# block 1

**Block 1: pin placement**

Scale: 2 px per um. Pins as bars across the die edge, other pins in grey.
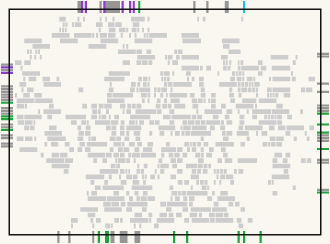

File: config.mk
export PLATFORM = sky130hd
export DESIGN_NAME = sram_frame_ctrl
export DESIGN_NICKNAME = d
export VERILOG_FILES = /design/src/rtl/sram_frame_ctrl.sv
export SDC_FILE = /design/constraint.sdc
export NUM_CORES = 1
export LEC_CHECK = 0
export CAP_MARGIN = 20
export CORE_AREA = 2 2 153 110
export CTS_BUF_LIST = sky130_fd_sc_hd__clkbuf_4
export DETAILED_ROUTE_END_ITERATION = 6
export DIE_AREA = 0 0 155 112
export HOLD_SLACK_MARGIN = 0.03
export PLACE_DENSITY = 0.44
export RECOVER_POWER = 100
export SLEW_MARGIN = 10
export SYNTH_ARGS = -nofsm -noshare
export SYNTH_HDL_FRONTEND = slang
export SYNTH_SLANG_ARGS = --single-unit
export TNS_END_PERCENT = 5
File: constraint.sdc
create_clock -name FPGA_clk -period 2.7 [get_ports FPGA_clk]
set_clock_uncertainty 0.15 [all_clocks]
set_input_delay 0.405 -clock FPGA_clk [delete_from_list [all_inputs] [get_ports FPGA_clk]]
set_output_delay 0.405 -clock FPGA_clk [all_outputs]
set_load 0.1 [all_outputs]
File: src/rtl/sram_frame_ctrl.sv
`default_nettype none
// ============================================================================
// Module   : sram_frame_ctrl
// Purpose  : Capture/playback sequencer for a 256Kx8 async SRAM frame buffer.
//            Optional continuous playback loop: SRAM_FRAME_PB_LOOP_EN.
// Revision : 1.0 - initial release
// ============================================================================
module sram_frame_ctrl #(
    parameter int FRAME_WORDS = 38400,
    parameter int WE_CYC      = 2,
    parameter int RD_CYC      = 2
) (
    input  logic        FPGA_clk,
    input  logic        rst_n,
    input  logic        cap_start,
    input  logic        pb_start,
    input  logic        stop,
    input  logic        vsync,
    input  logic        wr_req,
    input  logic [7:0]  wr_data,
    output logic        wr_ack,
    input  logic        rd_req,
    output logic [7:0]  rd_data,
    output logic        rd_valid,
    output logic [17:0] sram_addr,
    output logic [7:0]  sram_dq_o,
    input  logic [7:0]  sram_dq_i,
    output logic        sram_dq_oe,
    output logic        sram_cs_n,
    output logic        sram_we_n,
    output logic        sram_oe_n,
    output logic        busy,
    output logic        frame_done,
    output logic [17:0] frame_len
);

    localparam int c_CNT_MAX = (WE_CYC > RD_CYC) ? WE_CYC : RD_CYC;
    localparam int c_CNT_W   = (c_CNT_MAX > 1) ? $clog2(c_CNT_MAX) : 1;
    localparam logic [c_CNT_W-1:0] c_WE_LAST = c_CNT_W'(WE_CYC - 1);
    localparam logic [c_CNT_W-1:0] c_RD_LAST = c_CNT_W'(RD_CYC - 1);
    localparam logic [c_CNT_W-1:0] c_CNT_ONE = c_CNT_W'(1);
    localparam logic [17:0]        c_FRAME_LEN = 18'(FRAME_WORDS);

    typedef enum logic [1:0] {
        ST_IDLE     = 2'd0,
        ST_CAP_WAIT = 2'd1,
        ST_CAP_RUN  = 2'd2,
        ST_PB_RUN   = 2'd3
    } state_t;

    typedef enum logic [2:0] {
        EN_IDLE    = 3'd0,
        EN_WR_A    = 3'd1,
        EN_WR_LOW  = 3'd2,
        EN_WR_HOLD = 3'd3,
        EN_RD      = 3'd4
    } eng_t;

    state_t               r_state, w_state_nxt;
    eng_t                 r_eng, w_eng_nxt;
    logic [c_CNT_W-1:0]   r_cnt, w_cnt_nxt;
    logic [17:0]          r_addr, w_addr_nxt;
    logic [7:0]           r_dq_o, w_dq_o_nxt;
    logic [17:0]          r_frame_len, w_frame_len_nxt;
    logic                 r_vs_pend, w_vs_pend_nxt;
    logic                 r_stop_pend, w_stop_pend_nxt;
    logic                 r_vsync_d;
    logic [7:0]           r_rd_data;
    logic                 r_rd_valid, r_frame_done;
    logic                 r_we_n, r_oe_n, r_cs_n, r_dq_oe, r_busy;
    logic                 w_rd_sample, w_done, w_wr_ack;
    logic                 w_vs_rise, w_eng_idle, w_stop_now;
    logic [17:0]          w_addr_inc;

    assign w_vs_rise  = vsync & ~r_vsync_d;
    assign w_eng_idle = (r_eng == EN_IDLE);
    assign w_stop_now = stop | r_stop_pend;
    assign w_addr_inc = r_addr + 18'd1;

    always_comb begin
        w_state_nxt     = r_state;
        w_eng_nxt       = r_eng;
        w_cnt_nxt       = r_cnt;
        w_addr_nxt      = r_addr;
        w_dq_o_nxt      = r_dq_o;
        w_frame_len_nxt = r_frame_len;
        w_vs_pend_nxt   = r_vs_pend;
        w_stop_pend_nxt = r_stop_pend | ((r_state != ST_IDLE) & stop);
        w_rd_sample     = 1'b0;
        w_done          = 1'b0;
        w_wr_ack        = 1'b0;

        // Access engine: an access always runs to completion once accepted.
        case (r_eng)
            EN_WR_A: begin
                w_eng_nxt = EN_WR_LOW;
                w_cnt_nxt = '0;
            end
            EN_WR_LOW: begin
                if (r_cnt == c_WE_LAST) begin
                    w_eng_nxt = EN_WR_HOLD;
                end else begin
                    w_cnt_nxt = r_cnt + c_CNT_ONE;
                end
            end
            EN_WR_HOLD: begin
                w_eng_nxt  = EN_IDLE;
                w_addr_nxt = w_addr_inc;
            end
            EN_RD: begin
                if (r_cnt == c_RD_LAST) begin
                    w_eng_nxt   = EN_IDLE;
                    w_rd_sample = 1'b1;
                    if (w_addr_inc == r_frame_len) begin
`ifdef SRAM_FRAME_PB_LOOP_EN
                        w_addr_nxt = '0;
`else
                        w_addr_nxt  = '0;
                        w_state_nxt = ST_IDLE;
                        w_done      = 1'b1;
`endif
                    end else begin
                        w_addr_nxt = w_addr_inc;
                    end
                end else begin
                    w_cnt_nxt = r_cnt + c_CNT_ONE;
                end
            end
            default: ;
        endcase

        case (r_state)
            ST_IDLE: begin
                w_stop_pend_nxt = 1'b0;
                w_vs_pend_nxt   = 1'b0;
                if (cap_start) begin
                    w_state_nxt = ST_CAP_WAIT;
                    w_addr_nxt  = '0;
                end else if (pb_start && (r_frame_len != '0)) begin
                    w_state_nxt = ST_PB_RUN;
                    w_addr_nxt  = '0;
                end
            end
            ST_CAP_WAIT: begin
                if (w_stop_now) begin
                    w_state_nxt     = ST_IDLE;
                    w_frame_len_nxt = r_addr;
                end else if (w_vs_rise) begin
                    w_state_nxt = ST_CAP_RUN;
                end
            end
            ST_CAP_RUN: begin
                if (w_vs_rise) begin
                    w_vs_pend_nxt = 1'b1;
                end
                // r_addr doubles as the count of completed writes.
                if (w_eng_idle) begin
                    if (w_stop_now) begin
                        w_state_nxt     = ST_IDLE;
                        w_frame_len_nxt = r_addr;
                    end else if (r_vs_pend || w_vs_rise || (r_addr == c_FRAME_LEN)) begin
                        w_state_nxt     = ST_IDLE;
                        w_frame_len_nxt = r_addr;
                        w_done          = 1'b1;
                    end else if (wr_req) begin
                        w_wr_ack   = 1'b1;
                        w_dq_o_nxt = wr_data;
                        w_eng_nxt  = EN_WR_A;
                    end
                end
            end
            ST_PB_RUN: begin
`ifdef SRAM_FRAME_PB_LOOP_EN
                if (w_vs_rise) begin
                    w_vs_pend_nxt = 1'b1;
                end
                if (w_eng_idle) begin
                    if (w_stop_now) begin
                        w_state_nxt = ST_IDLE;
                    end else if (r_vs_pend || w_vs_rise) begin
                        w_addr_nxt    = '0;
                        w_vs_pend_nxt = 1'b0;
                    end else if (rd_req) begin
                        w_eng_nxt = EN_RD;
                        w_cnt_nxt = '0;
                    end
                end
`else
                if (w_eng_idle) begin
                    if (w_stop_now) begin
                        w_state_nxt = ST_IDLE;
                    end else if (rd_req) begin
                        w_eng_nxt = EN_RD;
                        w_cnt_nxt = '0;
                    end
                end
`endif
            end
            default: w_state_nxt = ST_IDLE;
        endcase
    end

    // Strobes are registered from next-state values so they never glitch.
    always_ff @(posedge FPGA_clk or negedge rst_n) begin
        if (!rst_n) begin
            r_state      <= ST_IDLE;
            r_eng        <= EN_IDLE;
            r_cnt        <= '0;
            r_addr       <= '0;
            r_dq_o       <= '0;
            r_frame_len  <= '0;
            r_vs_pend    <= 1'b0;
            r_stop_pend  <= 1'b0;
            r_vsync_d    <= 1'b0;
            r_rd_data    <= '0;
            r_rd_valid   <= 1'b0;
            r_frame_done <= 1'b0;
            r_we_n       <= 1'b1;
            r_oe_n       <= 1'b1;
            r_cs_n       <= 1'b1;
            r_dq_oe      <= 1'b0;
            r_busy       <= 1'b0;
        end else begin
            r_state      <= w_state_nxt;
            r_eng        <= w_eng_nxt;
            r_cnt        <= w_cnt_nxt;
            r_addr       <= w_addr_nxt;
            r_dq_o       <= w_dq_o_nxt;
            r_frame_len  <= w_frame_len_nxt;
            r_vs_pend    <= w_vs_pend_nxt;
            r_stop_pend  <= w_stop_pend_nxt;
            r_vsync_d    <= vsync;
            r_rd_valid   <= w_rd_sample;
            r_frame_done <= w_done;
            if (w_rd_sample) begin
                r_rd_data <= sram_dq_i;
            end
            r_we_n  <= (w_eng_nxt != EN_WR_LOW);
            r_dq_oe <= (w_eng_nxt == EN_WR_A) || (w_eng_nxt == EN_WR_LOW) ||
                       (w_eng_nxt == EN_WR_HOLD);
            r_oe_n  <= (w_state_nxt != ST_PB_RUN);
            r_cs_n  <= (w_state_nxt == ST_IDLE);
            r_busy  <= (w_state_nxt != ST_IDLE);
        end
    end

    assign wr_ack     = w_wr_ack;
    assign rd_data    = r_rd_data;
    assign rd_valid   = r_rd_valid;
    assign sram_addr  = r_addr;
    assign sram_dq_o  = r_dq_o;
    assign sram_dq_oe = r_dq_oe;
    assign sram_cs_n  = r_cs_n;
    assign sram_we_n  = r_we_n;
    assign sram_oe_n  = r_oe_n;
    assign busy       = r_busy;
    assign frame_done = r_frame_done;
    assign frame_len  = r_frame_len;

endmodule
`default_nettype wire

# block 2

<file path="src/rtl/serial_add_sub_if.sv">
// Operand/result handshake bundle for serial_add_sub.
// The master side issues operands and consumes results; the slave side is the arithmetic unit.
interface serial_add_sub_if #(
   parameter int WIDTH = 6
);
   logic             in_valid;
   logic             in_ready;
   logic [WIDTH-1:0] a;
   logic [WIDTH-1:0] b;
   logic             sub;
   logic             out_valid;
   logic             out_ready;
   logic [WIDTH-1:0] result;
   logic             carry_out;
   logic             overflow;

   modport master (
      output in_valid, a, b, sub, out_ready,
      input  in_ready, out_valid, result, carry_out, overflow
   );

   modport slave (
      input  in_valid, a, b, sub, out_ready,
      output in_ready, out_valid, result, carry_out, overflow
   );
endinterface

</file>
<file path="src/rtl/serial_add_sub.sv">
// Digit-serial two's-complement adder/subtractor, DIGIT bits per clock, LSB first.
// state | meaning
// IDLE  | waiting for operands, in_ready high
// RUN   | one digit added per edge, N edges total
// DONE  | result held with out_valid high until out_ready
module serial_add_sub #(
   parameter int WIDTH = 6,
   parameter int DIGIT = 2
) (
   input  logic            clk,
   input  logic            rst_n,
   serial_add_sub_if.slave bus,
   output logic            busy
);
   localparam int N     = WIDTH / DIGIT;
   localparam int CNT_W = (N > 1) ? $clog2(N) : 1;

   generate
      if (WIDTH < 2 || DIGIT < 1 || (WIDTH % DIGIT) != 0) begin : g_bad_params
         $error("serial_add_sub: WIDTH must be >= 2 and an integer multiple of DIGIT");
      end
   endgenerate

   typedef enum logic [1:0] {
      IDLE = 2'd0,
      RUN  = 2'd1,
      DONE = 2'd2
   } state_t;

   state_t           state_q, state_d;
   logic [WIDTH-1:0] a_q, a_d;
   logic [WIDTH-1:0] b_q, b_d;
   logic [WIDTH-1:0] res_q, res_d;
   logic [WIDTH-1:0] res_shift;
   logic             carry_q, carry_d;
   logic [CNT_W-1:0] cnt_q, cnt_d;
   logic             out_valid_q, out_valid_d;
   logic             carry_out_q, carry_out_d;
   logic             overflow_q, overflow_d;
   logic [DIGIT:0]   sum;
   logic             msb_cin;

   assign sum = {1'b0, a_q[DIGIT-1:0]} + {1'b0, b_q[DIGIT-1:0]} + {{DIGIT{1'b0}}, carry_q};
   // Carry into the top bit of the digit recovered from the sum bit, so DIGIT=1 needs no special case.
   assign msb_cin = a_q[DIGIT-1] ^ b_q[DIGIT-1] ^ sum[DIGIT-1];

   generate
      if (DIGIT == WIDTH) begin : g_res_full
         assign res_shift = sum[DIGIT-1:0];
      end else begin : g_res_shift
         assign res_shift = {sum[DIGIT-1:0], res_q[WIDTH-1:DIGIT]};
      end
   endgenerate

   always_comb begin
      state_d     = state_q;
      a_d         = a_q;
      b_d         = b_q;
      res_d       = res_q;
      carry_d     = carry_q;
      cnt_d       = cnt_q;
      out_valid_d = out_valid_q;
      carry_out_d = carry_out_q;
      overflow_d  = overflow_q;
      case (state_q)
         IDLE: begin
            if (bus.in_valid) begin
               a_d     = bus.a;
               b_d     = bus.b ^ {WIDTH{bus.sub}};
               carry_d = bus.sub;
               cnt_d   = '0;
               state_d = RUN;
            end
         end
         RUN: begin
            a_d     = a_q >> DIGIT;
            b_d     = b_q >> DIGIT;
            res_d   = res_shift;
            carry_d = sum[DIGIT];
            cnt_d   = cnt_q + CNT_W'(1);
            if (cnt_q == CNT_W'(N - 1)) begin
               state_d     = DONE;
               out_valid_d = 1'b1;
               carry_out_d = sum[DIGIT];
               overflow_d  = msb_cin ^ sum[DIGIT];
            end
         end
         DONE: begin
            if (bus.out_ready) begin
               out_valid_d = 1'b0;
               state_d     = IDLE;
            end
         end
         default: state_d = IDLE;
      endcase
   end

   always_ff @(posedge clk or negedge rst_n) begin
      if (!rst_n) begin
         state_q     <= IDLE;
         a_q         <= '0;
         b_q         <= '0;
         res_q       <= '0;
         carry_q     <= 1'b0;
         cnt_q       <= '0;
         out_valid_q <= 1'b0;
         carry_out_q <= 1'b0;
         overflow_q  <= 1'b0;
      end else begin
         state_q     <= state_d;
         a_q         <= a_d;
         b_q         <= b_d;
         res_q       <= res_d;
         carry_q     <= carry_d;
         cnt_q       <= cnt_d;
         out_valid_q <= out_valid_d;
         carry_out_q <= carry_out_d;
         overflow_q  <= overflow_d;
      end
   end

   assign bus.in_ready  = (state_q == IDLE);
   assign bus.out_valid = out_valid_q;
   assign bus.result    = res_q;
   assign bus.carry_out = carry_out_q;
   assign bus.overflow  = overflow_q;
   assign busy          = (state_q != IDLE);
endmodule

</file>
<file path="src/flat_wrapper.sv">
// flat-port wrapper written by rule: the top's interface ports become plain ports
module serial_add_sub_flat 
#(
   parameter int WIDTH = 6,
   parameter int DIGIT = 2
)
  (clk, rst_n, busy, bus_in_valid, bus_a, bus_b, bus_sub, bus_out_ready, bus_in_ready, bus_out_valid, bus_result, bus_carry_out, bus_overflow);
  serial_add_sub_if #(.WIDTH(WIDTH)) bus_i ();
  input  logic clk;
  input  logic rst_n;
  output logic busy;
  input wire logic [$bits(bus_i.in_valid)-1:0] bus_in_valid;
  input wire logic [$bits(bus_i.a)-1:0] bus_a;
  input wire logic [$bits(bus_i.b)-1:0] bus_b;
  input wire logic [$bits(bus_i.sub)-1:0] bus_sub;
  input wire logic [$bits(bus_i.out_ready)-1:0] bus_out_ready;
  output wire logic [$bits(bus_i.in_ready)-1:0] bus_in_ready;
  output wire logic [$bits(bus_i.out_valid)-1:0] bus_out_valid;
  output wire logic [$bits(bus_i.result)-1:0] bus_result;
  output wire logic [$bits(bus_i.carry_out)-1:0] bus_carry_out;
  output wire logic [$bits(bus_i.overflow)-1:0] bus_overflow;
  assign bus_i.in_valid = bus_in_valid;
  assign bus_i.a = bus_a;
  assign bus_i.b = bus_b;
  assign bus_i.sub = bus_sub;
  assign bus_i.out_ready = bus_out_ready;
  assign bus_in_ready = bus_i.in_ready;
  assign bus_out_valid = bus_i.out_valid;
  assign bus_result = bus_i.result;
  assign bus_carry_out = bus_i.carry_out;
  assign bus_overflow = bus_i.overflow;
  serial_add_sub #(.WIDTH(WIDTH), .DIGIT(DIGIT)) u_core (.clk(clk), .rst_n(rst_n), .bus(bus_i), .busy(busy));
endmodule
</file>
<file path="config.mk">
export PLATFORM = sky130hd
export DESIGN_NAME = serial_add_sub_flat
export DESIGN_NICKNAME = d
export VERILOG_FILES = /design/src/rtl/serial_add_sub_if.sv /design/src/rtl/serial_add_sub.sv /design/src/flat_wrapper.sv
export SDC_FILE = /design/constraint.sdc
export NUM_CORES = 1
export LEC_CHECK = 0
export CELL_PAD_IN_SITES_DETAIL_PLACEMENT = 1
export CELL_PAD_IN_SITES_GLOBAL_PLACEMENT = 1
export CORE_MARGIN = 3
export CORE_UTILIZATION = 38
export DETAILED_ROUTE_END_ITERATION = 7
export PLACE_DENSITY_LB_ADDON = 0.25
export REMOVE_ABC_BUFFERS = 1
export SLEW_MARGIN = 40
export SYNTH_ARGS = -nofsm -noshare
export SYNTH_HDL_FRONTEND = slang
export SYNTH_SLANG_ARGS = --single-unit
</file>
<file path="constraint.sdc">
create_clock -name clk -period 2.2 [get_ports clk]
set_clock_uncertainty 0.15 [all_clocks]
set_input_delay 0.22 -clock clk [delete_from_list [all_inputs] [get_ports clk]]
set_output_delay 0.22 -clock clk [all_outputs]
set_load 0.1 [all_outputs]
</file>
**Block 1: M3 wires**

Scale: 3 px per um. Cells faint in the background.
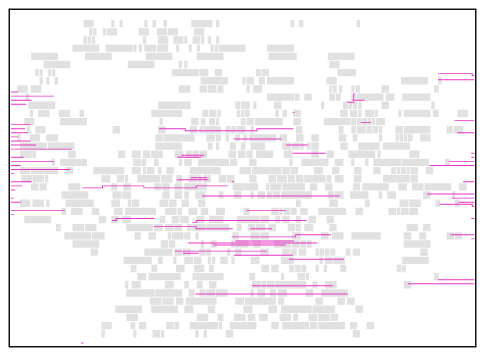
main direction: horizontal
wire length on this layer: 886 um
nets with wire on the layer: 64
share of all routed wire: 6.5%

## Picture notes: 'pin placement' of block 1
legend:
  `sram_addr`:
    colour: green
    pins: 18
    direction: output
    edge: 8 bottom, 5 right, 4 left, 1 top
  `sram_dq_o`:
    colour: purple
    pins: 8
    direction: output
    edge: 6 top, 2 left
  `frame_done`:
    colour: cyan
    pins: 1
    direction: output
    edge: top
all pins by edge: 23 top, 23 left, 20 bottom, 18 right
vertical extent of the die: 112 um
# port buffers: 83
horizontal die size: 155 um

==> impl_metrics.ini, block 1 <==
; synthesis and place-and-route metrics
[grt]
gr-total-overflow = 0
track_usage_pct = 16.43
antenna_found_initial = 1
first_global_vias = 3692

[floorplanning]
fp_util_pct = 24.36

[timing]
fin_ws_ns = -0.1363
max_slew_margin_pct = -16.32
finalHoldWorstSlack_ns = 0.3008
finalSetupViolations = 21
maxSlewViolCount = 31

[layout]
largest_class = combinational gates
nFillCells = 1663
numSequentialCells = 68
drive_above_1_share_pct = 42.59
final_cells = 793
bufAreaShareNonClock_pct = 23.18

[synth]
syn_avg_cell_area_sq_um = 9.528
ys.flops = 68
logic_family = simple AND/OR/NAND/NOR gates
synth_cells = 408
enable_flop_cells = 0
compound_area_share_pct = 10.94
netlist.top_cell.by_area = dfrtp_1
chip_area_estimate_from_yosys_synthesis_sq_mm = 0.003887
yosysWarnings = 0

[hold_path]
min-delay-start = wr_data[0]
whs_endpoint = sram_dq_o[0]$_DFFE_PN0P_

[routing]
top_signal_layer_used = met4
dr_total_vias = 3654
detail_route.first_pass.iterations = 4
dr.first_iter.drc_count = 261

[run_status]
run_status = finished with violations
failed_checks = capacitance limit, slew limit, setup timing

[cts]
post_cts_sizing_count = 13
worst_skew_pair.late_latency_ns = 0.46
cts_setup_buffers = 7

[worst_setup_path]
timing_worst_setup_path_type = reg -> reg
worst-endpoint-required_ns = 2.86

[run]
maxCapViolCount = 1
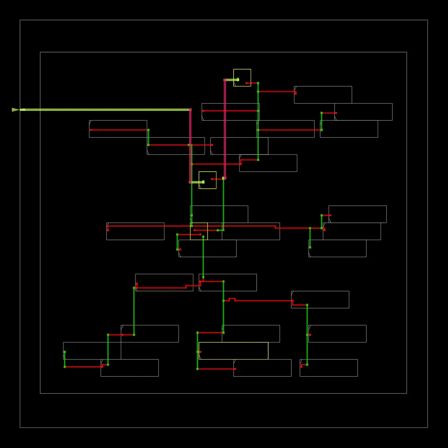
**Above:** block 2 (clock routing).
CTS buffer count: 3
number of clock sinks: 26

==> impl_metrics.ini, block 2 <==
; synthesis and place-and-route metrics
[routing]
detail_route.first_pass.iterations = 4
routed_wirelength_mm = 3.077

[run_status]
run_status = finished, final reports clean

[grt]
gr-total-overflow = 0
groute.layer.met3.usage_pct = 2.946

[floorplanning]
fp_util_pct = 41.57

[timing]
maxSlewViolCount = 0

[worst_setup_path]
timing.critical_path.cells = inv_1, fa_1, fa_1, xor2_1, xnor2_1, o21ai_0
worst-endpoint-required_ns = 2.27
timing_worst_setup_path_type = reg -> reg

[layout]
antenna_cells_inserted = 0
bufAreaShareNonClock_pct = 18.77
multiInputCombCellCount = 92

[cts]
post_cts_hold_buffer_count = 0

[synth]
post-synth-top-area-fraction_pct = 49.24
simple_gate_share_pct = 14.68
netlist.top_cell.by_area = dfrtp_1


==> layout pictures side by side <==
Cell classes on the final placement.
panel A
Scale: 10 px per um.
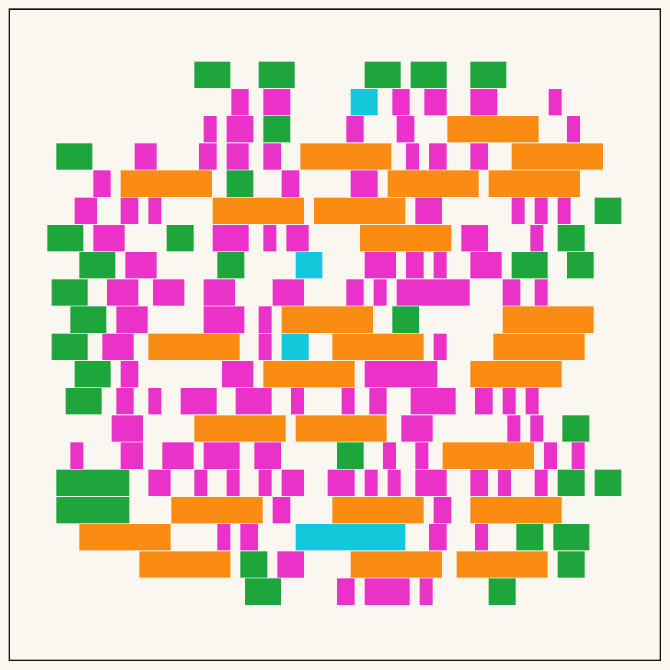
panel B
Scale: 4 px per um.
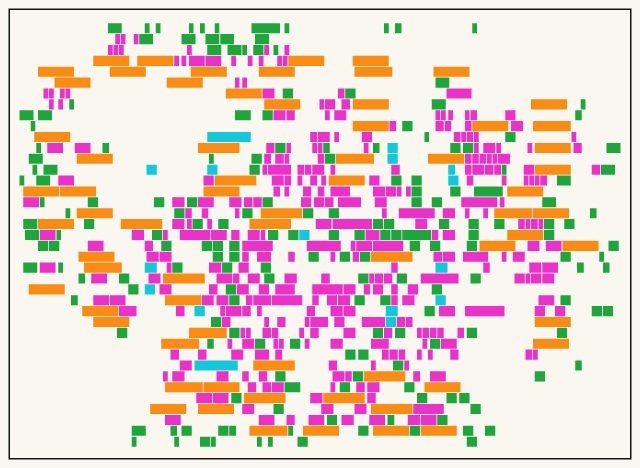
Of these, most sequential cells: panel B
Of these, highest utilization: panel A
For block 2, see panel A.
For block 1, see panel B.

Key to panel A:
legend:
  clock drivers and dummy loads:
    colour: cyan
    cells: 4
  all other logic:
    colour: magenta
    cells: 103
  flip-flops:
    colour: orange
    cells: 26
  other buffers and delay cells:
    colour: green
    cells: 34

